# ---- block 1 ----
**src/rtl/cipher_cfg_pkg.sv**
```systemverilog
// Shared types and constants for the cipher configuration loader and cipher top.
package cipher_cfg_pkg;

    localparam int CFG_LEN = 40;

    typedef enum logic [1:0] {
        ST_IDLE  = 2'd0,
        ST_SHIFT = 2'd1,
        ST_DONE  = 2'd2
    } cfg_state_e;

    // Number of write-port words needed to cover an m-bit chain.
    function automatic int calc_nb(input int m, input int w);
        return (m + w - 1) / w;
    endfunction

endpackage

```
**src/rtl/cipher_cfg_loader_shift_ctrl.sv**
```systemverilog
// Serial chain sequencer: walks the shadow register onto cfg_i for M cycles
// while capturing the returning chain bits from the cipher.
module cfg_shift_ctrl
    import cipher_cfg_pkg::*;
#(
    parameter int M = CFG_LEN
) (
    input  logic         clk,
    input  logic         rst_n,
    input  logic         shift_en,
    input  logic [M-1:0] shadow,
    input  logic         cfg_ret,
    output logic         cfg_en,
    output logic         cfg_i,
    output logic         last_bit,
    output logic [M-1:0] rb_shift
);

    localparam int BW = $clog2(M);

    logic [BW-1:0] bitcnt_q, bitcnt_d;
    logic [M-1:0]  rb_shift_q, rb_shift_d;

    assign cfg_en   = shift_en;
    assign cfg_i    = shift_en & shadow[bitcnt_q];
    assign last_bit = shift_en && (bitcnt_q == BW'(M - 1));
    assign rb_shift = rb_shift_q;

    always_comb begin
        bitcnt_d   = '0;
        rb_shift_d = rb_shift_q;
        if (shift_en) begin
            // The cipher's cfg_o is registered, so this cycle returns old bit bitcnt.
            rb_shift_d[bitcnt_q] = cfg_ret;
            bitcnt_d = last_bit ? '0 : bitcnt_q + 1'b1;
        end
    end

    always_ff @(posedge clk or negedge rst_n) begin
        if (!rst_n) begin
            bitcnt_q   <= '0;
            rb_shift_q <= '0;
        end else begin
            bitcnt_q   <= bitcnt_d;
            rb_shift_q <= rb_shift_d;
        end
    end

endmodule

```
**src/rtl/cipher_cfg_loader.sv**
```systemverilog
// Collects an M-bit key/seed byte-wise, shifts it into the cipher configuration
// chain and reports whether the chain returned the previously committed value.
module cipher_cfg_loader
    import cipher_cfg_pkg::*;
#(
    parameter int M = CFG_LEN,
    parameter int W = 8
) (
    input  logic         clk,
    input  logic         rst_n,
    input  logic         wr_valid,
    output logic         wr_ready,
    input  logic [W-1:0] wr_data,
    input  logic         clear,
    output logic         cfg_en,
    output logic         cfg_i,
    input  logic         cfg_ret,
    output logic         busy,
    output logic         done,
    output logic [M-1:0] rb_data,
    output logic         rb_match,
    output logic         rb_valid
);

    localparam int NB  = calc_nb(M, W);
    localparam int BCW = $clog2(NB + 1);

    cfg_state_e     state_q, state_d;
    logic [BCW-1:0] bytecnt_q, bytecnt_d;
    logic [M-1:0]   shadow_q, shadow_d;
    logic [M-1:0]   prev_commit_q, prev_commit_d;
    logic [M-1:0]   rb_data_q, rb_data_d;
    logic           rb_match_q, rb_match_d;
    logic           rb_valid_q, rb_valid_d;
    logic           commit_seen_q, commit_seen_d;
    logic           rdy_q;

    logic           shift_en;
    logic           last_bit;
    logic [M-1:0]   rb_shift;

    // rdy_q keeps wr_ready low throughout reset and releases it one edge later.
    assign wr_ready = rdy_q && (state_q == ST_IDLE);
    assign shift_en = (state_q == ST_SHIFT);
    assign busy     = (state_q == ST_SHIFT) || (state_q == ST_DONE);
    assign done     = (state_q == ST_DONE);
    assign rb_data  = rb_data_q;
    assign rb_match = rb_match_q;
    assign rb_valid = rb_valid_q;

    cfg_shift_ctrl #(
        .M (M)
    ) u_shift_ctrl (
        .clk      (clk),
        .rst_n    (rst_n),
        .shift_en (shift_en),
        .shadow   (shadow_q),
        .cfg_ret  (cfg_ret),
        .cfg_en   (cfg_en),
        .cfg_i    (cfg_i),
        .last_bit (last_bit),
        .rb_shift (rb_shift)
    );

    always_comb begin
        state_d       = state_q;
        bytecnt_d     = bytecnt_q;
        shadow_d      = shadow_q;
        prev_commit_d = prev_commit_q;
        rb_data_d     = rb_data_q;
        rb_match_d    = rb_match_q;
        rb_valid_d    = rb_valid_q;
        commit_seen_d = commit_seen_q;

        case (state_q)
            ST_IDLE: begin
                if (clear) begin
                    bytecnt_d = '0;
                end else if (wr_valid && wr_ready) begin
                    // Bits of the final word that fall beyond the chain are dropped.
                    for (int b = 0; b < W; b++) begin
                        if (int'(bytecnt_q) * W + b < M) begin
                            shadow_d[int'(bytecnt_q) * W + b] = wr_data[b];
                        end
                    end
                    bytecnt_d = bytecnt_q + 1'b1;
                    if (bytecnt_q == BCW'(NB - 1)) begin
                        state_d = ST_SHIFT;
                    end
                end
            end
            ST_SHIFT: begin
                if (last_bit) begin
                    state_d = ST_DONE;
                end
            end
            ST_DONE: begin
                rb_data_d     = rb_shift;
                rb_match_d    = (rb_shift == prev_commit_q);
                rb_valid_d    = rb_valid_q | commit_seen_q;
                commit_seen_d = 1'b1;
                prev_commit_d = shadow_q;
                bytecnt_d     = '0;
                state_d       = ST_IDLE;
            end
            default: begin
                state_d = ST_IDLE;
            end
        endcase
    end

    always_ff @(posedge clk or negedge rst_n) begin
        if (!rst_n) begin
            state_q       <= ST_IDLE;
            bytecnt_q     <= '0;
            shadow_q      <= '0;
            prev_commit_q <= '0;
            rb_data_q     <= '0;
            rb_match_q    <= 1'b0;
            rb_valid_q    <= 1'b0;
            commit_seen_q <= 1'b0;
            rdy_q         <= 1'b0;
        end else begin
            state_q       <= state_d;
            bytecnt_q     <= bytecnt_d;
            shadow_q      <= shadow_d;
            prev_commit_q <= prev_commit_d;
            rb_data_q     <= rb_data_d;
            rb_match_q    <= rb_match_d;
            rb_valid_q    <= rb_valid_d;
            commit_seen_q <= commit_seen_d;
            rdy_q         <= 1'b1;
        end
    end

endmodule

```
**config.mk**
```make
export PLATFORM = sky130hd
export DESIGN_NAME = cipher_cfg_loader
export DESIGN_NICKNAME = d
export VERILOG_FILES = /design/src/rtl/cipher_cfg_pkg.sv /design/src/rtl/cipher_cfg_loader_shift_ctrl.sv /design/src/rtl/cipher_cfg_loader.sv
export SDC_FILE = /design/constraint.sdc
export NUM_CORES = 1
export LEC_CHECK = 0
export CORE_ASPECT_RATIO = 1.1
export CORE_MARGIN = 2
export CORE_UTILIZATION = 40
export DETAILED_ROUTE_END_ITERATION = 10
export DONT_BUFFER_PORTS = 1
export GPL_ROUTABILITY_DRIVEN = 0
export HOLD_SLACK_MARGIN = 0.12
export PLACE_DENSITY_LB_ADDON = 0.1
export SLEW_MARGIN = 20
export SYNTH_ARGS = -nofsm -noshare
export SYNTH_HDL_FRONTEND = slang
export SYNTH_SLANG_ARGS = --single-unit
export TNS_END_PERCENT = 20
```
**constraint.sdc**
```tcl
create_clock -name clk -period 6.19 [get_ports clk]
set_clock_uncertainty 0.1 [all_clocks]
set_input_delay 1.238 -clock clk [delete_from_list [all_inputs] [get_ports clk]]
set_output_delay 1.238 -clock clk [all_outputs]
set_load 0.1 [all_outputs]
```
Block 1, congestion heat map:
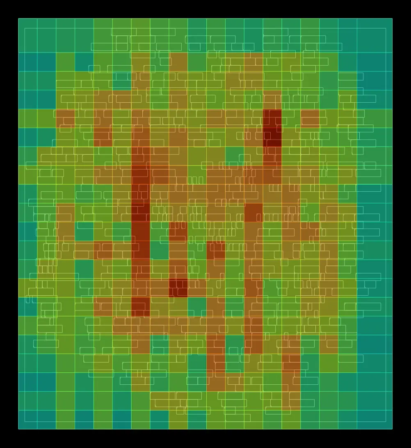
GR peak layer: met2
Final Util: 45.17%
met2 usage: 29.08%

==> reports/metrics.csv <==
metric;value;unit
htree_num_levels;4;
topRoutingLayerUsed;met4;
comb-power;916;uW
clock-sinks;175;
synthCells;571;
n_tap_cell;247;
post-cts-setup-buffers;0;
num_rows;53;
rsz0062_at_grt;no;
post-dp-hpwl;13.10;mm
ys_sh_simple;7.731;%
setup_viol;0;
status;completed;
cp-end-kind;primary output;
final-clk-cell-share;6.919;%
wl_met2;8.469;mm
Block 1, cells by drive strength:
The bar under the picture is 50 um long.
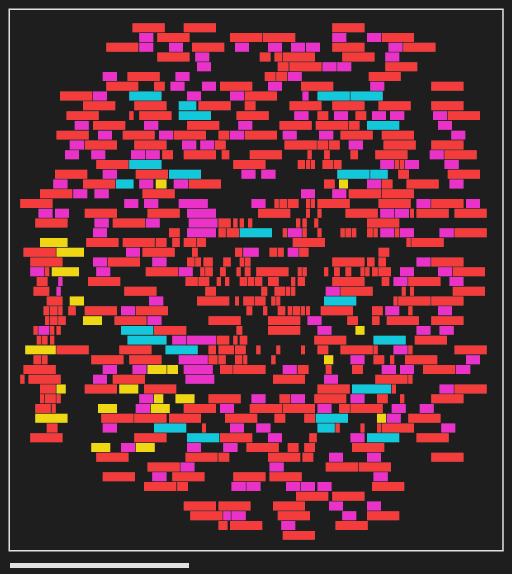
Key: cyan = x6 and larger [cells 23, most used clkbuf_16]; red = x1 and smaller [cells 370, most used dfrtp_1]; magenta = x2 [cells 164, most used mux2_2]; yellow = x3 and x4 [cells 22, most used mux2_4]

-- cells by family (layout without fill, tap and decap cells) --
group,after synthesis,in the layout
adders and majority gates,6,6
muxes,171,171
AOI/OAI and AO/OA,28,28
buffers and inverters,40,48
xor gates and xnor gates,40,40
and+or+nand+nor,110,110
other,1,1
DFF,175,175
-- worst reg2reg max path: cells and delay by family (launching register included) --
kind	cells	cell delay, ps
buffers and inverters	3	1240
AOI/OAI and AO/OA	1	240
adders and majority gates	1	510
DFF	1	400
and+or+nand+nor	1	140
muxes	1	260
-- how the worst max path moves through the flow --
stage	startpoint	endpoint	slack [ps]	depth (start not counted)
2_1_floorplan	state_q[1]$_DFFE_PN0P_	cfg_i	2430	4
3_3_place_gp	u_shift_ctrl.bitcnt_q[0]$_DFF_PN0_	cfg_i	2430	4
3_5_place_dp	u_shift_ctrl.bitcnt_q[0]$_DFF_PN0_	cfg_i	2390	4
4_1_cts	u_shift_ctrl.bitcnt_q[0]$_DFF_PN0_	cfg_i	1930	4
5_1_grt	u_shift_ctrl.bitcnt_q[0]$_DFF_PN0_	cfg_i	1760	4
6_report	u_shift_ctrl.bitcnt_q[0]$_DFF_PN0_	cfg_i	1970	4

# ---- block 2 ----
Block 2, the metal 2 layer:
The bar under the picture is 20 um long.
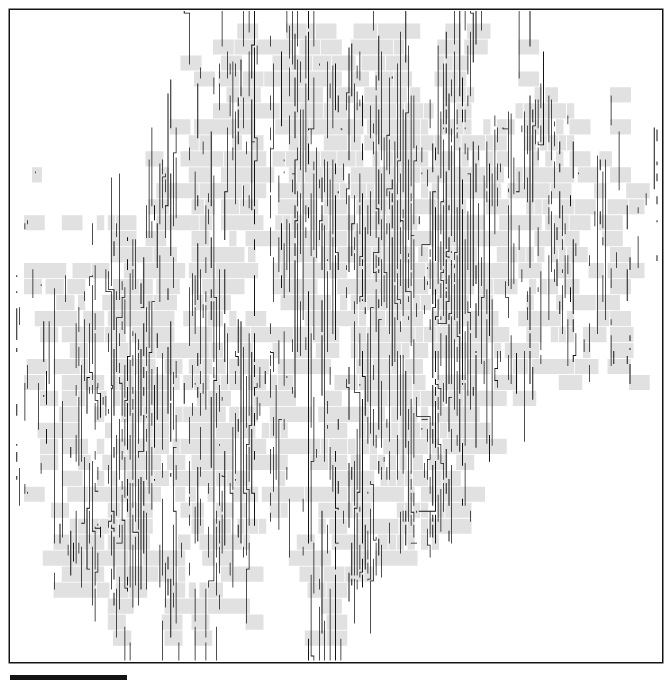
### src/rtl/idli_sqi_ctrl.sv
// idli_sqi_ctrl: SQI controller driving NUM_MEM quad-SPI memories in lockstep, one nibble slice each.
module idli_sqi_ctrl #(
  parameter int NUM_MEM = 2,
  parameter int DATA_W  = 16,
  parameter int ADDR_W  = 16,
  parameter int LEN_W   = 4
) (
  input  logic                  i_clk,
  input  logic                  i_rst,
  input  logic                  i_req_vld,
  output logic                  o_req_rdy,
  input  logic                  i_req_wr,
  input  logic [ADDR_W-1:0]     i_req_addr,
  input  logic [LEN_W-1:0]      i_req_len,
  input  logic                  i_wr_vld,
  input  logic [DATA_W-1:0]     i_wr_data,
  output logic                  o_wr_rdy,
  output logic                  o_rd_vld,
  output logic [DATA_W-1:0]     o_rd_data,
  output logic                  o_busy,
  output logic                  o_sqi_cs_n,
  output logic                  o_sqi_sck_en,
  output logic [NUM_MEM-1:0]    o_sqi_oe,
  output logic [4*NUM_MEM-1:0]  o_sqi_data,
  input  logic [4*NUM_MEM-1:0]  i_sqi_data
);
  localparam int SW    = 4*NUM_MEM;
  localparam int BEATS = DATA_W/SW;
  localparam int BPW   = BEATS/2;
  localparam int BW    = $clog2(BEATS);
  localparam logic [2:0] S_IDLE  = 3'd0;
  localparam logic [2:0] S_CMD   = 3'd1;
  localparam logic [2:0] S_ADDR  = 3'd2;
  localparam logic [2:0] S_DUMMY = 3'd3;
  localparam logic [2:0] S_DATA  = 3'd4;
  localparam logic [2:0] S_END   = 3'd5;
  logic [2:0]        state_q, state_d, cnt_q, cnt_d;
  logic [BW-1:0]     beat_q, beat_d;
  logic [LEN_W-1:0]  word_q, word_d, len_q, len_d;
  logic              wr_q, wr_d, rd_vld_q, rd_vld_d;
  logic [ADDR_W-1:0] addr_q, addr_d;
  logic [DATA_W-1:0] wbuf_q, wbuf_d, racc_q, racc_d, rd_data_q, rd_data_d, wsrc;
  logic [23:0]       baddr;
  logic [3:0]        cmd_nib, addr_nib;
  logic              active, wr_data, stall, last_beat;
  always_comb begin
    baddr        = 24'(addr_q) * 24'(BPW);
    cmd_nib      = cnt_q[0] ? {3'b001, ~wr_q} : 4'h0;
    addr_nib     = 4'(baddr >> (5'd20 - {cnt_q[2:0], 2'b00}));
    active       = state_q != S_IDLE && state_q != S_END;
    wr_data      = state_q == S_DATA && wr_q;
    stall        = wr_data && beat_q == '0 && !i_wr_vld;
    last_beat    = beat_q == BW'(BEATS-1);
    wsrc         = beat_q == '0 ? i_wr_data : wbuf_q;
    o_req_rdy    = state_q == S_IDLE;
    o_busy       = !o_req_rdy;
    o_sqi_cs_n   = !active;
    o_sqi_sck_en = active && !stall;
    o_wr_rdy     = wr_data && beat_q == '0;
    o_sqi_oe     = (state_q == S_CMD || state_q == S_ADDR || wr_data) ? '1 : '0;
    o_sqi_data   = state_q == S_CMD  ? {NUM_MEM{cmd_nib}} :
                   state_q == S_ADDR ? {NUM_MEM{addr_nib}} :
                   wr_data ? wsrc[beat_q*SW +: SW] : '0;
    o_rd_vld     = rd_vld_q;
    o_rd_data    = rd_data_q;
  end
  always_comb begin
    state_d   = state_q;
    cnt_d     = cnt_q + 3'd1;
    beat_d    = beat_q;
    word_d    = word_q;
    len_d     = len_q;
    wr_d      = wr_q;
    addr_d    = addr_q;
    wbuf_d    = wbuf_q;
    racc_d    = racc_q;
    rd_data_d = rd_data_q;
    rd_vld_d  = 1'b0;
    case (state_q)
      S_IDLE: if (i_req_vld) begin
        state_d = S_CMD;
        cnt_d   = '0;
        wr_d    = i_req_wr;
        addr_d  = i_req_addr;
        len_d   = i_req_len;
      end
      S_CMD: if (cnt_q == 3'd1) begin
        state_d = S_ADDR;
        cnt_d   = '0;
      end
      S_ADDR, S_DUMMY: if (cnt_q == (state_q == S_ADDR ? 3'd5 : 3'd1)) begin
        state_d = (state_q == S_ADDR && !wr_q) ? S_DUMMY : S_DATA;
        cnt_d   = '0;
        beat_d  = '0;
        word_d  = '0;
      end
      S_DATA: if (o_sqi_sck_en) begin
        if (wr_q && beat_q == '0) wbuf_d = i_wr_data;
        if (!wr_q) racc_d[beat_q*SW +: SW] = i_sqi_data;
        beat_d = last_beat ? '0 : beat_q + BW'(1);
        if (last_beat) begin
          word_d    = word_q + LEN_W'(1);
          rd_vld_d  = !wr_q;
          rd_data_d = wr_q ? rd_data_q : racc_d;
          if (word_q == len_q) state_d = S_END;
        end
      end
      default: state_d = S_IDLE;
    endcase
  end
  always_ff @(posedge i_clk) begin
    if (i_rst) begin
      state_q   <= S_IDLE;
      cnt_q     <= '0;
      beat_q    <= '0;
      word_q    <= '0;
      len_q     <= '0;
      wr_q      <= 1'b0;
      addr_q    <= '0;
      wbuf_q    <= '0;
      racc_q    <= '0;
      rd_data_q <= '0;
      rd_vld_q  <= 1'b0;
    end else begin
      state_q   <= state_d;
      cnt_q     <= cnt_d;
      beat_q    <= beat_d;
      word_q    <= word_d;
      len_q     <= len_d;
      wr_q      <= wr_d;
      addr_q    <= addr_d;
      wbuf_q    <= wbuf_d;
      racc_q    <= racc_d;
      rd_data_q <= rd_data_d;
      rd_vld_q  <= rd_vld_d;
    end
  end
endmodule

### config.mk
export PLATFORM = sky130hd
export DESIGN_NAME = idli_sqi_ctrl
export DESIGN_NICKNAME = d
export VERILOG_FILES = /design/src/rtl/idli_sqi_ctrl.sv
export SDC_FILE = /design/constraint.sdc
export NUM_CORES = 1
export LEC_CHECK = 0
export ABC_AREA = 1
export CORE_MARGIN = 2
export CORE_UTILIZATION = 31
export CTS_CLUSTER_SIZE = 40
export DETAILED_ROUTE_END_ITERATION = 12
export GPL_TIMING_DRIVEN = 0
export PLACE_DENSITY = 0.6
export SLEW_MARGIN = 25
export SYNTH_ARGS = -nofsm -noshare
export SYNTH_HDL_FRONTEND = slang
export SYNTH_SLANG_ARGS = --single-unit
### constraint.sdc
create_clock -name i_clk -period 1.3 [get_ports i_clk]
set_input_delay 0.13 -clock i_clk [delete_from_list [all_inputs] [get_ports i_clk]]
set_output_delay 0.13 -clock i_clk [all_outputs]
set_load 0.02 [all_outputs]
==> reports/metrics.csv <==
metric;value;unit
status;finished with violations;
violations;setup timing;
final_cells;812;
grt_use_met1;22.95;%
tightest_slew;962.4;ps
area_delta_synth_final;71.78;%
yosys_warnings;0;
grt_pass1_wl;19.14;mm
hold_slack;162.0;ps
place_area;4562;um^2
netlist_area;3551;um^2
max_slew_margin;35.84;%
floorplan.nets;574;
maxCapViolCount;0;
numSynthFlops;73;
drive_above_1_share;39.76;%
ir_worst_vdd;977.5;uV
clk_pin_slew_worst_paths;60;ps
fp_util;31.37;%
route.detailed.drc;0;
path_max_fanout;6;
layout_top_cells;nand2_1, dfxtp_1, inv_1;
fmax;566.1;MHz
setup_viol;87;
syn_area_per_cell;6.803;um^2
antenna_found_initial;0;
finalWorstSetupSlack;-466.5;ps
tool_warnings;30;
yosys-top-cells-area;dfxtp_1, nand2_1, nor2_1;
cts_tree;yes;
Notes on 'the metal 2 layer' of block 2 above:
615 nets have wire on it. The longest straight run is 43.3 um. The layer holds 49% of the routed length. The wires run mostly vertical.
met2 usage: 33.37%
DR vias: 3982

-- registers in the layout (all words and copies together), names as in the netlist --
name / cells
wr_q: 1
wbuf_q: 8
addr_q: 16
o_rd_vld: 1
len_q: 4
racc_q: 16
o_rd_data: 16
cnt_q: 3
beat_q: 1
state_q: 3
word_q: 4
-- area by class of cell --
type,count,area (um^2)
clock buffers,9,225.2
multi-input cells,353,2317
clock inverters,7,66.31
flip-flops and latches,73,1483
fillers,1034,5221
repair buffers,131,1272
plain buffers,29,276.5
inverters,67,280.3
well taps,143,178.9
-- where the power goes --
part           switching [mW]  leakage [nW]  internal, mW  total [mW]
clock network            1.13         0.146          1.35        2.48
registers               0.359         0.599          2.74        3.10
logic                    4.13          1.97          3.30        7.44
-- critical path: stages (launching register included) --
cell and delay (ps):
dfxtp_4 380, inv_4 50, nor2_4 100, inv_2 70, nor2_4 170, nand2_1 100
o21ai_1 140, inv_1 70, nand2_1 70, inv_2 40, buf_6 120

# ---- block 3 ----
Block 3, zoomed window:
The bar under the picture is 10 um long. Window x 35 to 75, y 21 to 61 um. Cells in gray, sequential cells in the stronger gray; small squares are vias.
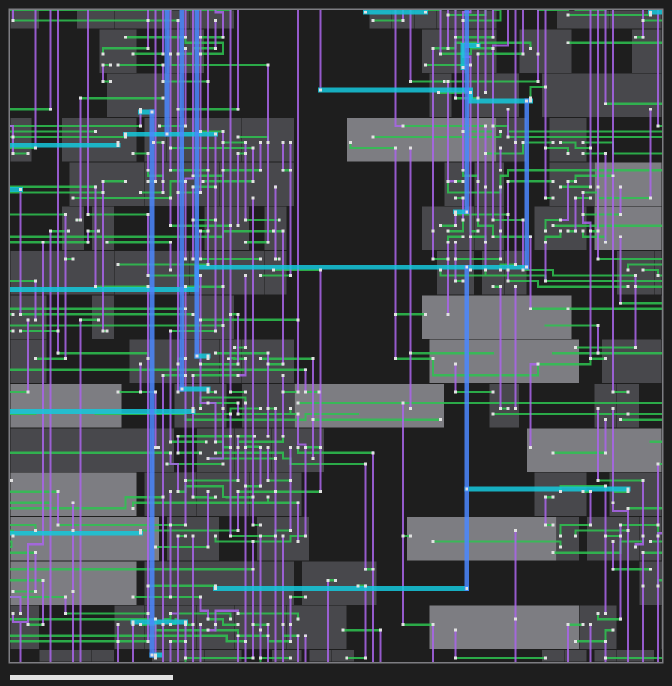
Block 3, the metal 2 layer:
The bar under the picture is 20 um long.
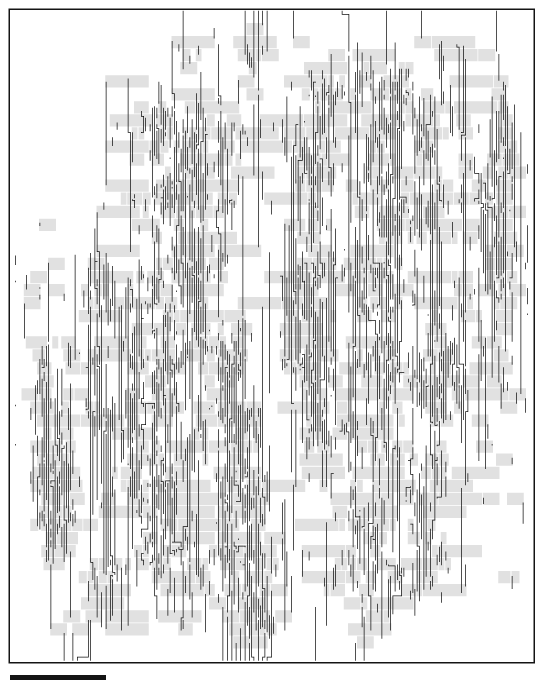
## config.mk

```make
export PLATFORM = sky130hd
export DESIGN_NAME = dcm_phaseshift_multi
export DESIGN_NICKNAME = d
export VERILOG_FILES = /design/src/rtl/dcm_phaseshift_multi_pkg.sv /design/src/rtl/dcm_phaseshift_chan.sv /design/src/rtl/dcm_phaseshift_multi.sv
export SDC_FILE = /design/constraint.sdc
export NUM_CORES = 1
export LEC_CHECK = 0
export CAP_MARGIN = 40
export CORE_ASPECT_RATIO = 1.25
export CORE_UTILIZATION = 40
export CTS_BUF_LIST = sky130_fd_sc_hd__clkbuf_16
export CTS_CLUSTER_DIAMETER = 150
export DETAILED_ROUTE_END_ITERATION = 6
export PLACE_DENSITY = 0.59
export SLEW_MARGIN = 20
export SYNTH_ARGS = -nofsm -noshare
export SYNTH_HDL_FRONTEND = slang
export SYNTH_SLANG_ARGS = --single-unit
```

## constraint.sdc

```tcl
create_clock -name clk_i -period 8.4 [get_ports clk_i]
set_input_delay 1.68 -clock clk_i [delete_from_list [all_inputs] [get_ports clk_i]]
set_output_delay 1.68 -clock clk_i [all_outputs]
set_load 0.02 [all_outputs]
```

## src/rtl/dcm_phaseshift_multi_pkg.sv

```systemverilog
`default_nettype none
// ============================================================================
// Module      : dcm_phaseshift_multi_pkg
// Description : Shared definitions for the multi-channel DCM phase-shift
//               controller: channel FSM state encoding, the target clamp
//               helper and the PSDONE timeout counter width.
// Ports       : none (package)
// Revision    : 1.0 - initial release
// ============================================================================
package dcm_phaseshift_multi_pkg;

  // Per-channel walker states.
  typedef enum logic [1:0] {
    ST_IDLE     = 2'd0,
    ST_STEP     = 2'd1,
    ST_WAIT     = 2'd2,
    ST_UNLOCKED = 2'd3
  } ps_state_e;

  localparam int DEFAULT_DONE_TIMEOUT = 255;

  // Bits needed to count from 0 up to and including the timeout value.
  function automatic int timeout_width(input int timeout);
    if (timeout < 1) begin
      return 1;
    end
    return $clog2(timeout + 1);
  endfunction

  localparam int TIMEOUT_W = timeout_width(DEFAULT_DONE_TIMEOUT);

  // Saturate a signed phase request to +/-limit.
  function automatic int clamp_phase(input int value, input int limit);
    if (value > limit) begin
      return limit;
    end
    if (value < -limit) begin
      return -limit;
    end
    return value;
  endfunction

endpackage
`default_nettype wire

```

## src/rtl/dcm_phaseshift_chan.sv

```systemverilog
`default_nettype none
// ============================================================================
// Module      : dcm_phaseshift_chan
// Description : One DCM phase-shift channel. Walks the confirmed phase one
//               PSEN/PSDONE handshake at a time toward a clamped signed
//               target, with PSDONE timeout, overflow trapping and return to
//               phase 0 on loss of lock.
// Ports       : clk, reset_n          - clock / async active-low reset
//               load_value, load      - signed target request and strobe
//               err_clr               - clears the sticky error flag
//               phase                 - confirmed phase
//               busy, done, err       - status
//               psen, psincdec        - registered DCM phase-shift controls
//               psdone, ovf, locked   - DCM feedback
// Revision    : 1.0 - initial release
// ============================================================================
module dcm_phaseshift_chan
  import dcm_phaseshift_multi_pkg::*;
#(
  parameter int PHASE_W      = 10,
  parameter int PS_LIMIT     = 255,
  parameter int DONE_TIMEOUT = 255
) (
  input  logic               clk,
  input  logic               reset_n,
  input  logic [PHASE_W-1:0] load_value,
  input  logic               load,
  input  logic               err_clr,
  output logic [PHASE_W-1:0] phase,
  output logic               busy,
  output logic               done,
  output logic               err,
  output logic               psen,
  output logic               psincdec,
  input  logic               psdone,
  input  logic               ovf,
  input  logic               locked
);

  localparam int                   CNT_W     = timeout_width(DONE_TIMEOUT);
  localparam logic [CNT_W-1:0]     CNT_LIMIT = CNT_W'(DONE_TIMEOUT);
  localparam logic [CNT_W-1:0]     CNT_ONE   = CNT_W'(1);
  localparam logic signed [PHASE_W-1:0] STEP_ONE = PHASE_W'(1);

  ps_state_e                  state, state_next;
  logic signed [PHASE_W-1:0]  target, target_next;
  logic signed [PHASE_W-1:0]  actual, actual_next;
  logic [CNT_W-1:0]           cnt, cnt_next;
  logic                       psen_next;
  logic                       psincdec_next;
  logic                       done_next;
  logic                       err_set;
  logic                       err_next;
  logic signed [PHASE_W-1:0]  load_clamped;
  logic signed [PHASE_W-1:0]  stepped;

  assign load_clamped = PHASE_W'(clamp_phase(int'($signed(load_value)), PS_LIMIT));

  // Phase the DCM reaches once the outstanding step is confirmed.
  assign stepped = psincdec ? (actual + STEP_ONE) : (actual - STEP_ONE);

  always_comb begin
    state_next    = state;
    // A load is accepted in every state; overflow/timeout below override it.
    target_next   = load ? load_clamped : target;
    actual_next   = actual;
    cnt_next      = cnt;
    psen_next     = 1'b0;
    psincdec_next = psincdec;
    done_next     = 1'b0;
    err_set       = 1'b0;

    if (!locked) begin
      // DCM reset returns its phase to zero; target survives for restore.
      state_next  = ST_UNLOCKED;
      actual_next = '0;
    end else begin
      case (state)
        ST_IDLE: begin
          // Decide on the incoming target so PSEN follows the load by one cycle.
          if (target_next != actual) begin
            state_next    = ST_STEP;
            psen_next     = 1'b1;
            psincdec_next = (target_next > actual);
          end else if (load) begin
            done_next = 1'b1;
          end
        end

        ST_STEP: begin
          state_next = ST_WAIT;
          cnt_next   = '0;
        end

        ST_WAIT: begin
          if (psdone) begin
            actual_next = stepped;
            if (ovf) begin
              err_set     = 1'b1;
              target_next = stepped;
              state_next  = ST_IDLE;
              done_next   = 1'b1;
            end else if (stepped != target_next) begin
              state_next    = ST_STEP;
              psen_next     = 1'b1;
              psincdec_next = (target_next > stepped);
            end else begin
              state_next = ST_IDLE;
              done_next  = 1'b1;
            end
          end else if (cnt == CNT_LIMIT) begin
            err_set     = 1'b1;
            target_next = actual;
            state_next  = ST_IDLE;
            done_next   = 1'b1;
          end else begin
            cnt_next = cnt + CNT_ONE;
          end
        end

        ST_UNLOCKED: begin
          state_next = ST_IDLE;
        end

        default: begin
          state_next = ST_IDLE;
        end
      endcase
    end

    // An error event in the same cycle as a clear keeps the flag set.
    if (err_set) begin
      err_next = 1'b1;
    end else if (err_clr) begin
      err_next = 1'b0;
    end else begin
      err_next = err;
    end
  end

  always_ff @(posedge clk or negedge reset_n) begin
    if (!reset_n) begin
      state    <= ST_IDLE;
      target   <= '0;
      actual   <= '0;
      cnt      <= '0;
      psen     <= 1'b0;
      psincdec <= 1'b0;
      done     <= 1'b0;
      err      <= 1'b0;
    end else begin
      state    <= state_next;
      target   <= target_next;
      actual   <= actual_next;
      cnt      <= cnt_next;
      psen     <= psen_next;
      psincdec <= psincdec_next;
      done     <= done_next;
      err      <= err_next;
    end
  end

  assign phase = actual;
  assign busy  = (actual != target) || (state == ST_STEP) || (state == ST_WAIT);

endmodule
`default_nettype wire

```

## src/rtl/dcm_phaseshift_multi.sv

```systemverilog
`default_nettype none
// ============================================================================
// Module      : dcm_phaseshift_multi
// Description : Multi-channel DCM variable phase-shift controller. Each
//               channel independently steps its DCM toward a host-written
//               signed target; clk_i also drives every DCM PSCLK.
// Ports       : clk_i, reset_n_i     - clock / async active-low reset
//               value_i, load_i      - packed signed targets and load strobes
//               err_clr_i            - clears all error flags
//               value_o              - packed confirmed phase per channel
//               busy_o, done_o, err_o- per-channel status
//               dcm_psen_o, dcm_psincdec_o - to DCM PSEN / PSINCDEC
//               dcm_psdone_i, dcm_ovf_i, dcm_locked_i - from DCM
// Revision    : 1.0 - initial release
// ============================================================================
module dcm_phaseshift_multi
  import dcm_phaseshift_multi_pkg::*;
#(
  parameter int NUM_CH       = 2,
  parameter int PHASE_W      = 10,
  parameter int PS_LIMIT     = 255,
  parameter int DONE_TIMEOUT = 255
) (
  input  logic                      clk_i,
  input  logic                      reset_n_i,
  input  logic [NUM_CH*PHASE_W-1:0] value_i,
  input  logic [NUM_CH-1:0]         load_i,
  input  logic                      err_clr_i,
  output logic [NUM_CH*PHASE_W-1:0] value_o,
  output logic [NUM_CH-1:0]         busy_o,
  output logic [NUM_CH-1:0]         done_o,
  output logic [NUM_CH-1:0]         err_o,
  output logic [NUM_CH-1:0]         dcm_psen_o,
  output logic [NUM_CH-1:0]         dcm_psincdec_o,
  input  logic [NUM_CH-1:0]         dcm_psdone_i,
  input  logic [NUM_CH-1:0]         dcm_ovf_i,
  input  logic [NUM_CH-1:0]         dcm_locked_i
);

  genvar ch;
  generate
    for (ch = 0; ch < NUM_CH; ch++) begin : g_chan
      dcm_phaseshift_chan #(
        .PHASE_W      (PHASE_W),
        .PS_LIMIT     (PS_LIMIT),
        .DONE_TIMEOUT (DONE_TIMEOUT)
      ) u_chan (
        .clk        (clk_i),
        .reset_n    (reset_n_i),
        .load_value (value_i[ch*PHASE_W +: PHASE_W]),
        .load       (load_i[ch]),
        .err_clr    (err_clr_i),
        .phase      (value_o[ch*PHASE_W +: PHASE_W]),
        .busy       (busy_o[ch]),
        .done       (done_o[ch]),
        .err        (err_o[ch]),
        .psen       (dcm_psen_o[ch]),
        .psincdec   (dcm_psincdec_o[ch]),
        .psdone     (dcm_psdone_i[ch]),
        .ovf        (dcm_ovf_i[ch]),
        .locked     (dcm_locked_i[ch])
      );
    end
  endgenerate

endmodule
`default_nettype wire

```

==> reports/metrics.csv <==
metric;value;unit
cpMaxStageDelayCell;o32ai_1;
status;completed;
grt_use_met1;25.98;%
yosys-top-cells-area;dfrtp_1, ha_1, nand2_1;
layout_top_cells;dfrtp_1, nand2_1, ha_1;
place_ws;3152;ps
floorplan.nets;764;
buf_share;9.643;%
n_tap_cell;175;
aoi_share;22.36;%
comb_area_share;54.15;%
maxCapViolCount;0;
ir_worst_vdd;115.7;uV
diodes;0;
drt-initial-drc-count;295;
worstHoldPathCells;2;
wl_met1;6.537;mm
hold_viol;0;
n_all_buffers;65;
cts_inserted_buffers;9;
mux_share;0.7197;%
use_met3;4.410;%
yosys_warnings;0;
top_cell_area_share;29.66;%
## Picture notes: 'zoomed window' of block 3
Key: cyan = M3; green = M1; blue = M4; purple = M2
84 logic cells have their middle in the window. Sequential cells in the window: 11. Netlist names of flops here include g_chan.u_chan.target (5), g_chan.u_chan.cnt (3), g_chan.u_chan.phase (3). Most frequent: dfrtp_1 (11), inv_1 (9), ha_1 (9).

## Picture notes: 'the metal 2 layer' of block 3
The wires run mostly vertical. The longest straight run is 54.4 um. The layer carries 8730 um of wire. The layer holds 53% of the routed length. 711 nets have wire on it.

flip-flops by register name, summed over array words and instances, names as in the netlist:
| name | flops |
|---|---|
| g_chan.u_chan.cnt | 16 |
| g_chan.u_chan.done | 2 |
| g_chan.u_chan.err | 2 |
| g_chan.u_chan.phase | 20 |
| g_chan.u_chan.psen | 2 |
| g_chan.u_chan.psincdec | 2 |
| g_chan.u_chan.state | 4 |
| g_chan.u_chan.target | 20 |
cell usage after synthesis (all sizes together) (7+ instances only):
cell / number
buf: 22
o22a: 14
nand2: 67
ha: 60
clkbuf: 7
nand3: 15
nor2: 45
xnor2: 21
nor2b: 25
nor3: 12
inv: 50
o21ai: 54
nor4: 9
dfrtp: 68
nand4: 16
a21oi: 34
a21o: 9
and2: 9
o311ai: 7
nand2b: 11
xor2: 26
where the power goes:
part	switching, mW	internal, mW
Combinational	0.409	0.293
Sequential	0.0639	0.368
Clock	0.153	0.289
Total	0.625	0.949
stage by stage:
stage	instance area (um^2)	std cells	utilization, %	hold WS [ps]
after floorplan	5737	671	-	496.2
after global placement	6390	879	45.86	514.1
after detailed placement	6417	880	46.06	526.9
after CTS	6758	896	48.50	536.3
after global routing	6773	898	48.61	555.8
final	6773	898	48.61	529.3

# ---- block 4 ----
Block 4, the metal 1 layer:
The bar under the picture is 20 um long. Supply wires on this layer in gray.
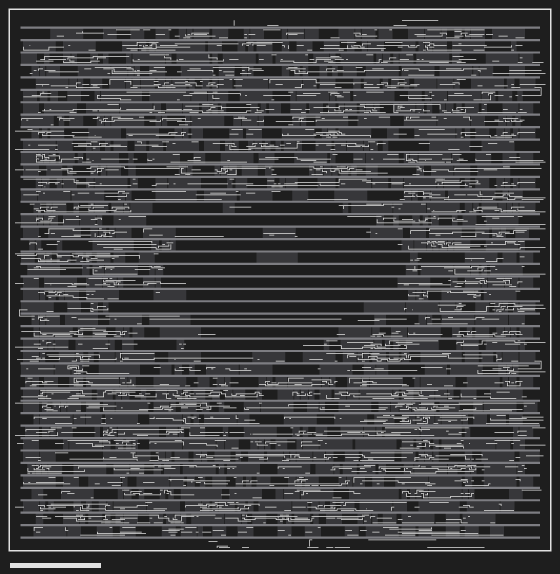
$ cat config.mk
export PLATFORM = sky130hd
export DESIGN_NAME = weight_loader
export DESIGN_NICKNAME = d
export VERILOG_FILES = /design/src/rtl/weight_loader.sv
export SDC_FILE = /design/constraint.sdc
export NUM_CORES = 1
export LEC_CHECK = 0
export CORE_MARGIN = 2
export CORE_UTILIZATION = 39
export DETAILED_ROUTE_END_ITERATION = 16
export PLACE_DENSITY = 0.79
export SYNTH_ARGS = -nofsm -noshare
export SYNTH_HDL_FRONTEND = slang
export SYNTH_SLANG_ARGS = --single-unit
$ cat constraint.sdc
create_clock -name clk -period 1.8 [get_ports clk]
set_input_delay 0.27 -clock clk [delete_from_list [all_inputs] [get_ports clk]]
set_output_delay 0.27 -clock clk [all_outputs]
set_load 0.05 [all_outputs]
$ cat src/rtl/weight_loader.sv
// Weight tile loader: streams weight rows into MAC preweight registers, one-hot row select,
// then issues a single load_weight pulse once the tile is complete and the array permits a swap.
module weight_loader #(
    parameter  int MATRIX_WIDTH        = 14,
    parameter  int ROW_CNT_WIDTH       = $clog2(MATRIX_WIDTH),
    localparam int EXTENDED_BYTE_WIDTH = 9
) (
    input  logic                                        clk,
    input  logic                                        rst,
    input  logic                                        weight_valid,
    output logic                                        weight_ready,
    input  logic [MATRIX_WIDTH*8-1:0]                   weight_row_in,
    input  logic                                        weight_signed,
    input  logic                                        swap_allowed,
    output logic [MATRIX_WIDTH*EXTENDED_BYTE_WIDTH-1:0] weight_out,
    output logic [MATRIX_WIDTH-1:0]                     preload_weight,
    output logic                                        load_weight,
    output logic                                        tile_loaded,
    output logic [ROW_CNT_WIDTH-1:0]                    row_count
);

    typedef enum logic [1:0] {
        FILL  = 2'd0,
        DRAIN = 2'd1,
        WAIT  = 2'd2,
        SWAP  = 2'd3
    } state_t;

    localparam logic [ROW_CNT_WIDTH-1:0] LAST_ROW = ROW_CNT_WIDTH'(MATRIX_WIDTH - 1);

    state_t                                        r_state;
    state_t                                        w_state_next;
    logic                                          w_accept;
    logic [ROW_CNT_WIDTH-1:0]                      r_row_count;
    logic [MATRIX_WIDTH-1:0]                       r_preload;
    logic [MATRIX_WIDTH-1:0]                       w_onehot;
    logic [MATRIX_WIDTH*EXTENDED_BYTE_WIDTH-1:0]   r_weight_out;
    logic [MATRIX_WIDTH*EXTENDED_BYTE_WIDTH-1:0]   w_ext_row;

    function automatic logic [EXTENDED_BYTE_WIDTH-1:0] extend_byte(input logic [7:0] b,
                                                                   input logic       is_signed);
        logic signed [7:0] sb;
        sb = b;
        return is_signed ? {sb[7], sb} : {1'b0, b};
    endfunction

    assign weight_ready   = (r_state == FILL) || (r_state == SWAP);
    assign tile_loaded    = (r_state == WAIT);
    assign load_weight    = (r_state == SWAP);
    assign w_accept       = weight_valid & weight_ready;
    assign weight_out     = r_weight_out;
    assign preload_weight = r_preload;
    assign row_count      = r_row_count;

    always_comb begin
        w_ext_row = '0;
        w_onehot  = '0;
        for (int j = 0; j < MATRIX_WIDTH; j++) begin
            w_ext_row[j*EXTENDED_BYTE_WIDTH +: EXTENDED_BYTE_WIDTH] =
                extend_byte(weight_row_in[j*8 +: 8], weight_signed);
            w_onehot[j] = (r_row_count == ROW_CNT_WIDTH'(j));
        end
    end

    always_ff @(posedge clk) begin
        if (rst) begin
            r_state <= FILL;
        end else begin
            r_state <= w_state_next;
        end
    end

    // DRAIN keeps the final preload pulse apart from load_weight.
    always_comb begin
        w_state_next = r_state;
        case (r_state)
            FILL:    if (w_accept && (r_row_count == LAST_ROW)) w_state_next = DRAIN;
            DRAIN:   w_state_next = WAIT;
            WAIT:    if (swap_allowed) w_state_next = SWAP;
            SWAP:    w_state_next = FILL;
            default: w_state_next = FILL;
        endcase
    end

    always_ff @(posedge clk) begin
        if (rst) begin
            r_row_count  <= '0;
            r_preload    <= '0;
            r_weight_out <= '0;
        end else begin
            r_preload <= w_accept ? w_onehot : '0;
            if (w_accept) begin
                r_weight_out <= w_ext_row;
                r_row_count  <= (r_row_count == LAST_ROW) ? '0 : r_row_count + 1'b1;
            end
        end
    end

endmodule

==> reports/metrics.csv <==
metric;value;unit
status;completed;
num-fill-cells;1131;
post-dp-hpwl;10.33;mm
comb_area;1949;um^2
ys_seq_share;57.57;%
grt.overflow.total;0;
netlist_area;5077;um^2
yosys-top-cells-area;dfxtp_1, nand2_1, a21oi_1;
grt_max_degree;69;
core_area;12670;um^2
diodes;0;
port_buffers;263;
top_cell_area_share;57.57;%
ys_top_cells_by_count;nand2_1, dfxtp_1, a21oi_1;
final-clk-cell-share;7.007;%
finalWorstSetupSlack;78.83;ps
fmax;581.0;MHz
place.gp.congestion;0.7736;
required;1530;ps
topCombFamilyByArea;simple AND/OR/NAND/NOR gates;
drive_above_1_share;11.12;%
cts_inserted_buffers;17;
dieArea;13950;um^2
lay_top_count;nand2_1;
p_sw_share;33.61;%
p_total;10.09;mW
place_area;7884;um^2
flops;146;
grt_pass1_vias;4768;
ys_cells;630;
synthCells;630;
antenna_found_initial;0;
flop_area;2925;um^2
finalSetupTns;0;ps
## Picture notes: 'the metal 1 layer' of block 4
The wires run mostly horizontal. The layer holds 40% of the routed length. The longest straight run is 41.9 um. 900 nets have wire on it.

-- metal layers --
metal	part of all wire [%]	GRT usage (%)
met5	0	0
met4	2.7	9.789
met2	49	35.15
met3	7.6	7.946
met1	40	24.86
-- state kept, by name, summed over array words and instances (netlist names) --
name and flops:
preload_weight 14, r_state 2, weight_out 126, row_count 4
-- power groups by stage --
stage	sequential (mW)	clock (mW)	combinational [mW]
global route	3.72	3.69	3.14
detailed placement	3.76	0	3.03
global placement	3.75	0	3.00
finish	3.68	3.46	2.94
floorplan	4.78	0	0.856
CTS	3.68	3.54	2.90
-- what timing repair did --
action | CTS | global route
cloned | 0 | 1
resized | 107 | 5
setup endpoints to repair | 108 | 36
buffers inserted | 1 | 4
hold buffers | 0 | 0
pin swaps | 1 | 0
-- path summary, 6_finish.rpt --
check / endpoint / slack, ps / from / cells after the start
worst max-delay path: weight_ready / 80 / r_state[1]$_SDFFE_PP0P_ / 4
worst min-delay path: weight_out[121]$_SDFFE_PP0N_ / 240 / rst / 2
worst max register to register: r_state[1]$_SDFFE_PP0P_ / 90 / r_state[1]$_SDFFE_PP0P_ / 7
worst min register to register: weight_out[68]$_SDFFE_PP0N_ / 450 / weight_out[68]$_SDFFE_PP0N_ / 2

# ---- block 5 ----
Block 5, cells by drive strength:
The bar under the picture is 100 um long.
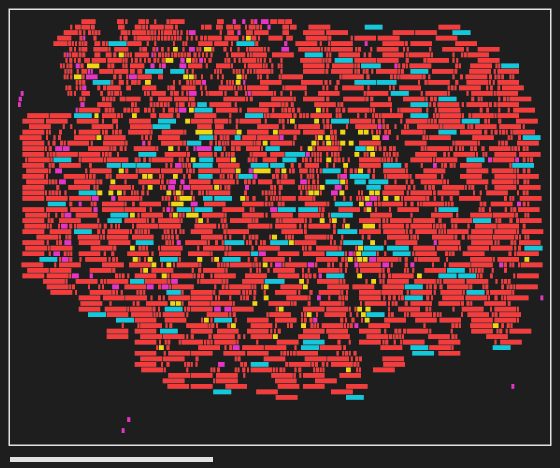
Block 5, zoomed window:
The bar under the picture is 10 um long. Window x 113 to 153, y 44 to 84 um. Cells in gray, sequential cells in the stronger gray; small squares are vias.
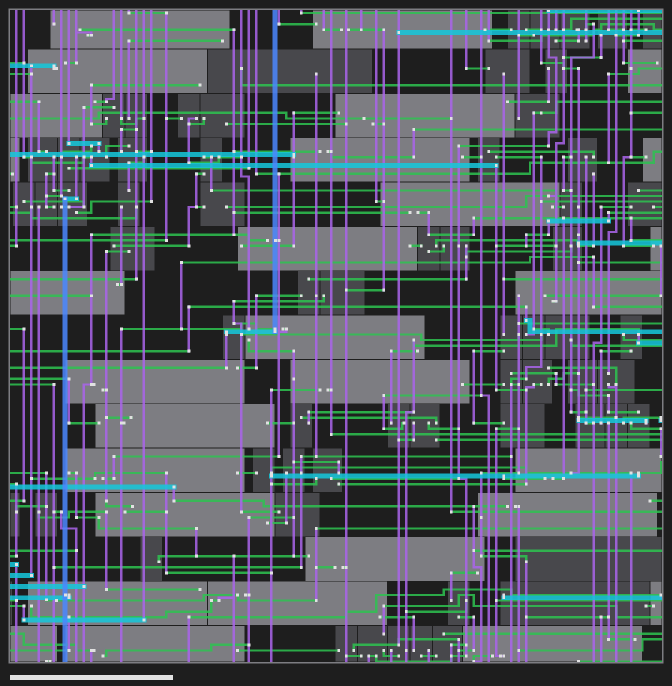
### src/rtl/router_pkg.sv
// rtl/router_pkg.sv - shared types and constants for the router packet source
//
// Purpose : tx state enum, address/length limits, header field layout and
//           the header packing helper used by router_pkt_tx and router_tx_buf.
// Ports   : none (package).
package router_pkg;

   typedef enum logic [2:0] {
      IDLE,
      LOAD,
      HDR,
      PAYLOAD,
      PARITY,
      WAIT_ERR
   } tx_state_t;

   localparam logic [1:0] ADDR_INVALID = 2'b11;
   localparam int         MAX_LEN      = 63;
   localparam int         BUF_DEPTH    = MAX_LEN + 1;
   localparam int         PTR_W        = $clog2(BUF_DEPTH);

   // Header byte layout: length in [7:2], destination address in [1:0].
   localparam int HDR_LEN_MSB  = 7;
   localparam int HDR_LEN_LSB  = 2;
   localparam int HDR_ADDR_MSB = 1;
   localparam int HDR_ADDR_LSB = 0;

   function automatic logic [7:0] make_header(input logic [5:0] len,
                                              input logic [1:0] addr);
      logic [7:0] h;
      h = '0;
      h[HDR_LEN_MSB:HDR_LEN_LSB]   = len;
      h[HDR_ADDR_MSB:HDR_ADDR_LSB] = addr;
      return h;
   endfunction

endpackage

### src/rtl/router_tx_buf.sv
// rtl/router_tx_buf.sv - payload byte buffer for the router packet source
//
// Purpose : 64x8 register buffer, synchronous write, combinational read.
//           Both pointers return to 0 on clr so every packet starts at entry 0.
// Ports   : clk, rst (sync active-high), clr (per-packet pointer clear),
//           wr_en/wr_data (write at wr_ptr, post-increment),
//           rd_adv (advance rd_ptr), rd_data (mem[rd_ptr], combinational).
module router_tx_buf
   import router_pkg::*;
(
   input  logic       clk,
   input  logic       rst,
   input  logic       clr,
   input  logic       wr_en,
   input  logic [7:0] wr_data,
   input  logic       rd_adv,
   output logic [7:0] rd_data
);

   logic [7:0]       mem [BUF_DEPTH];
   logic [PTR_W-1:0] wr_ptr;
   logic [PTR_W-1:0] rd_ptr;

   always_ff @(posedge clk) begin
      if (wr_en) begin
         mem[wr_ptr] <= wr_data;
      end
   end

   always_ff @(posedge clk) begin
      if (rst || clr) begin
         wr_ptr <= '0;
         rd_ptr <= '0;
      end else begin
         if (wr_en) begin
            wr_ptr <= wr_ptr + 1'b1;
         end
         if (rd_adv) begin
            rd_ptr <= rd_ptr + 1'b1;
         end
      end
   end

   assign rd_data = mem[rd_ptr];

endmodule

### src/rtl/router_pkt_tx.sv
// rtl/router_pkt_tx.sv - packet source driving the 1x3 router input port
//
// Purpose : takes a (dest, len) command, buffers len payload bytes from the
//           host, then sends header, payload and parity to the router,
//           stalling on busy, and finally samples the router error flag.
// Ports   : clk, rst (sync active-high)
//           command : start, dest, len, corrupt_par, reject
//           host    : pl_valid, pl_data, pl_ready
//           router  : busy, error, pkt_valid, data_out
//           status  : tx_active, done, pkt_err
module router_pkt_tx
   import router_pkg::*;
#(
   parameter int ERR_WAIT = 3
) (
   input  logic       clk,
   input  logic       rst,
   input  logic       start,
   input  logic [1:0] dest,
   input  logic [5:0] len,
   input  logic       corrupt_par,
   input  logic       pl_valid,
   input  logic [7:0] pl_data,
   output logic       pl_ready,
   input  logic       busy,
   input  logic       error,
   output logic       pkt_valid,
   output logic [7:0] data_out,
   output logic       tx_active,
   output logic       done,
   output logic       pkt_err,
   output logic       reject
);

   localparam logic [3:0] WAIT_INIT = 4'(ERR_WAIT);

   tx_state_t  state;
   logic [1:0] dest_q;
   logic [5:0] len_q;
   logic       corrupt_q;
   logic [7:0] par;
   logic [5:0] cnt;
   logic [3:0] wait_cnt;
   logic [7:0] data_q;

   logic       cmd_ok;
   logic       buf_clr;
   logic       buf_wr;
   logic       buf_adv;
   logic [7:0] buf_data;
   logic       last_byte;

   assign cmd_ok    = (dest != ADDR_INVALID) && (len != 6'd0);
   assign buf_clr   = (state == IDLE) && start && cmd_ok;
   assign buf_wr    = (state == LOAD) && pl_valid;
   assign buf_adv   = (state == PAYLOAD) && !busy;
   assign last_byte = (cnt == len_q - 6'd1);

   router_tx_buf u_buf (
      .clk     (clk),
      .rst     (rst),
      .clr     (buf_clr),
      .wr_en   (buf_wr),
      .wr_data (pl_data),
      .rd_adv  (buf_adv),
      .rd_data (buf_data)
   );

   // Payload bytes come straight from the buffer so consecutive bytes go out
   // back to back; every other state drives the registered byte.
   assign data_out = (state == PAYLOAD) ? buf_data : data_q;

   always_ff @(posedge clk) begin
      if (rst) begin
         state     <= IDLE;
         dest_q    <= '0;
         len_q     <= '0;
         corrupt_q <= 1'b0;
         par       <= '0;
         cnt       <= '0;
         wait_cnt  <= '0;
         data_q    <= '0;
         pkt_valid <= 1'b0;
         pl_ready  <= 1'b0;
         tx_active <= 1'b0;
         done      <= 1'b0;
         pkt_err   <= 1'b0;
         reject    <= 1'b0;
      end else begin
         done   <= 1'b0;
         reject <= 1'b0;
         case (state)
            IDLE: begin
               if (start) begin
                  if (cmd_ok) begin
                     dest_q    <= dest;
                     len_q     <= len;
                     corrupt_q <= corrupt_par;
                     par       <= make_header(len, dest);
                     cnt       <= '0;
                     pkt_err   <= 1'b0;
                     pl_ready  <= 1'b1;
                     tx_active <= 1'b1;
                     state     <= LOAD;
                  end else begin
                     reject <= 1'b1;
                  end
               end
            end
            LOAD: begin
               if (pl_valid) begin
                  par <= par ^ pl_data;
                  if (last_byte) begin
                     cnt       <= '0;
                     pl_ready  <= 1'b0;
                     pkt_valid <= 1'b1;
                     data_q    <= make_header(len_q, dest_q);
                     state     <= HDR;
                  end else begin
                     cnt <= cnt + 6'd1;
                  end
               end
            end
            HDR: begin
               if (!busy) begin
                  state <= PAYLOAD;
               end
            end
            PAYLOAD: begin
               if (!busy) begin
                  if (last_byte) begin
                     pkt_valid <= 1'b0;
                     data_q    <= par ^ {7'b0, corrupt_q};
                     state     <= PARITY;
                  end else begin
                     cnt <= cnt + 6'd1;
                  end
               end
            end
            PARITY: begin
               if (!busy) begin
                  wait_cnt <= WAIT_INIT;
                  data_q   <= '0;
                  state    <= WAIT_ERR;
               end
            end
            WAIT_ERR: begin
               if (wait_cnt == 4'd0) begin
                  pkt_err   <= error;
                  done      <= 1'b1;
                  tx_active <= 1'b0;
                  state     <= IDLE;
               end else begin
                  wait_cnt <= wait_cnt - 4'd1;
               end
            end
            default: state <= IDLE;
         endcase
      end
   end

endmodule
### config.mk
export PLATFORM = sky130hd
export DESIGN_NAME = router_pkt_tx
export DESIGN_NICKNAME = d
export VERILOG_FILES = /design/src/rtl/router_pkg.sv /design/src/rtl/router_tx_buf.sv /design/src/rtl/router_pkt_tx.sv
export SDC_FILE = /design/constraint.sdc
export NUM_CORES = 1
export LEC_CHECK = 0
export ABC_AREA = 1
export CAP_MARGIN = 30
export CORE_ASPECT_RATIO = 0.8
export CORE_MARGIN = 3
export CORE_UTILIZATION = 45
export DETAILED_ROUTE_END_ITERATION = 6
export GPL_TIMING_DRIVEN = 1
export PLACE_DENSITY = 0.66
export REMOVE_ABC_BUFFERS = 1
export SETUP_SLACK_MARGIN = 0.05
export SYNTH_ARGS = -nofsm -noshare
export SYNTH_HDL_FRONTEND = slang
export SYNTH_HIERARCHICAL = 1
export SYNTH_SLANG_ARGS = --single-unit
export TNS_END_PERCENT = 5
### constraint.sdc
create_clock -name clk -period 3.2 [get_ports clk]
set_input_delay 0.64 -clock clk [delete_from_list [all_inputs] [get_ports clk]]
set_output_delay 0.64 -clock clk [all_outputs]
set_load 0.01 [all_outputs]
==> reports/metrics.csv <==
metric;value;unit
crit_family;simple AND/OR/NAND/NOR gates;
finalWorstSetupSlack;-140.8;ps
reg2reg_depth;10;
use_met3;4.485;%
topRoutingLayerUsed;met4;
tightest_slew;843.3;ps
ys_area;24290;um^2
finalSetupTns;-374.8;ps
setup_viol;5;
hold_slack;429.2;ps
wl_met1;29.29;mm
violations;setup timing;
yosys-top-cells-area;edfxtp_1, nand2_1, nand3_1;
r2r_setup_slack;710;ps
grt_max_degree;72;
antenna_found_initial;0;
syn_area_per_cell;10.75;um^2
clock-sinks;574;
dr_wl_met3;6.009;mm
clk_pin_slew_worst_paths;70;ps
comb_power_share;15.3;%
tool_warnings;28;
cts-root-buf;clkbuf_16;
crit_arrival;2700;ps
worstHoldPathCells;1;
largest_area_cell;edfxtp_1;
p_clk_share;36.9;%
die_height;213.8;um
cts_inserted_buffers;54;
holdCritStartpoint;pl_data[3];
power.leakage;10.56;nW
reg2reg_to;u_buf/mem[30][6]$_DFFE_PP_;
status;finished with violations;
Notes on 'cells by drive strength' of block 5 above:
Key: cyan = x6 and larger [cells 110, most used clkbuf_16]; yellow = x3 and x4 [cells 125, most used buf_4]; magenta = x2 [cells 107, most used nand3_2]; red = x1 and smaller [cells 2077, most used nand2_1]

Notes on 'zoomed window' of block 5 above:
Key: cyan = M3; blue = M4; green = M1; purple = M2
Most frequent: nand2_1 (25), edfxtp_1 (23), nand3_1 (17). Netlist names of flops here include u_buf/mem (23). 86 logic cells have their middle in the window. Sequential cells in the window: 23.

-- cells in the final DEF, fill, tap and decap left out, types with 3 or more instances in the layout --
cell,Yosys,routed
a211oi_1,3,3
a21oi_1,36,36
a22oi_1,8,8
buf_12,0,18
buf_16,0,13
buf_2,47,14
buf_4,21,106
bufinv_16,0,6
clkbuf_1,15,10
clkbuf_16,0,65
clkdlybuf4s50_1,0,20
clkinv_1,0,8
clkinv_2,0,7
clkinvlp_4,0,4
dfxtp_1,62,59
edfxtp_1,512,512
ha_1,6,6
inv_1,59,59
inv_2,9,9
mux2_2,3,3
nand2_1,771,747
nand2_2,4,26
nand2_4,1,3
nand3_1,455,414
nand3_2,1,38
nand3_4,1,5
nand4_1,4,4
nor2_1,121,121
nor2_2,3,3
nor3_1,15,15
o21ai_0,30,30
o21ai_1,3,3
xor2_1,13,13
-- layout make-up --
cell class	instances	area (um^2)	share of cell area [%]
multi-input cells	1494	6918	24.25
clock buffers	69	1491	5.229
well taps	693	867.1	3.040
inverters	69	276.5	0.9694
clock inverters	29	302.8	1.061
repair buffers	184	2044	7.167
flip-flops and latches	574	16620	58.28


## Gallery

Zoomed window.
panel A
The bar under the picture is 10 um long. Window x 49 to 89, y 25 to 65 um. Cells in gray, sequential cells in the stronger gray; small squares are vias.
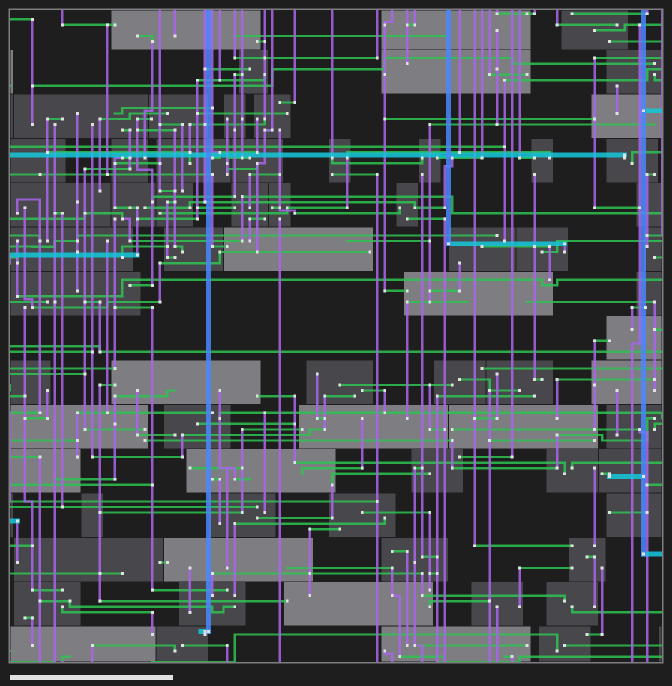
panel B
The bar under the picture is 10 um long. Window x 36 to 76, y 13 to 53 um. Cells in gray, sequential cells in the stronger gray; small squares are vias.
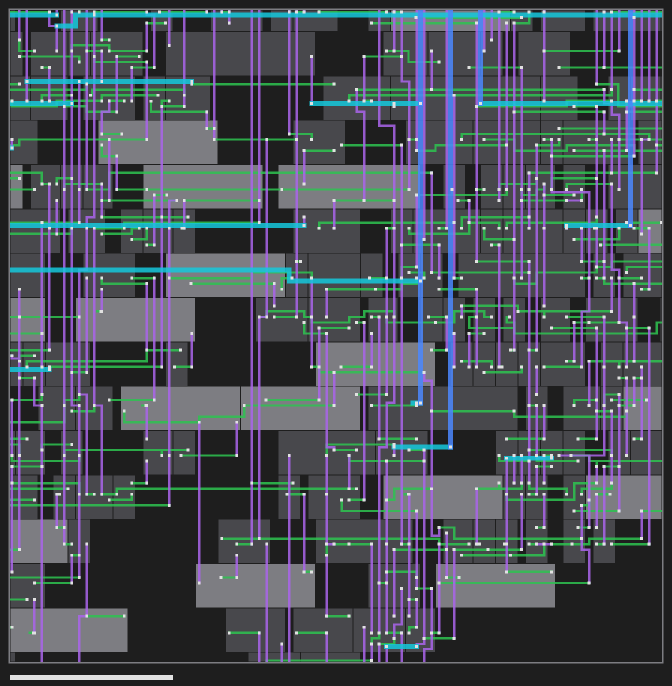
panel C
The bar under the picture is 10 um long. Window x 39 to 79, y 15 to 55 um. Cells in gray, sequential cells in the stronger gray; small squares are vias.
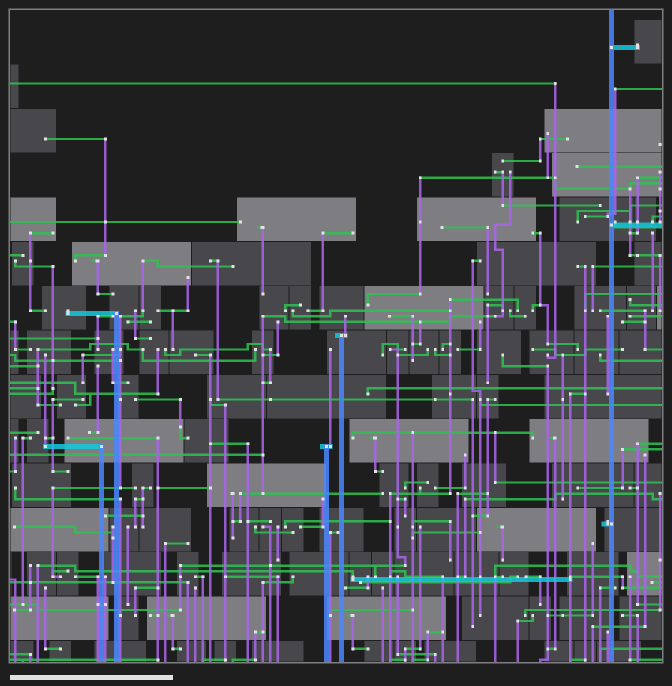
Block 4 is panel C.
Block 1 is panel A.
Block 2 is panel B.

Power figures rest on the tool's default switching activity, not on a simulated workload.
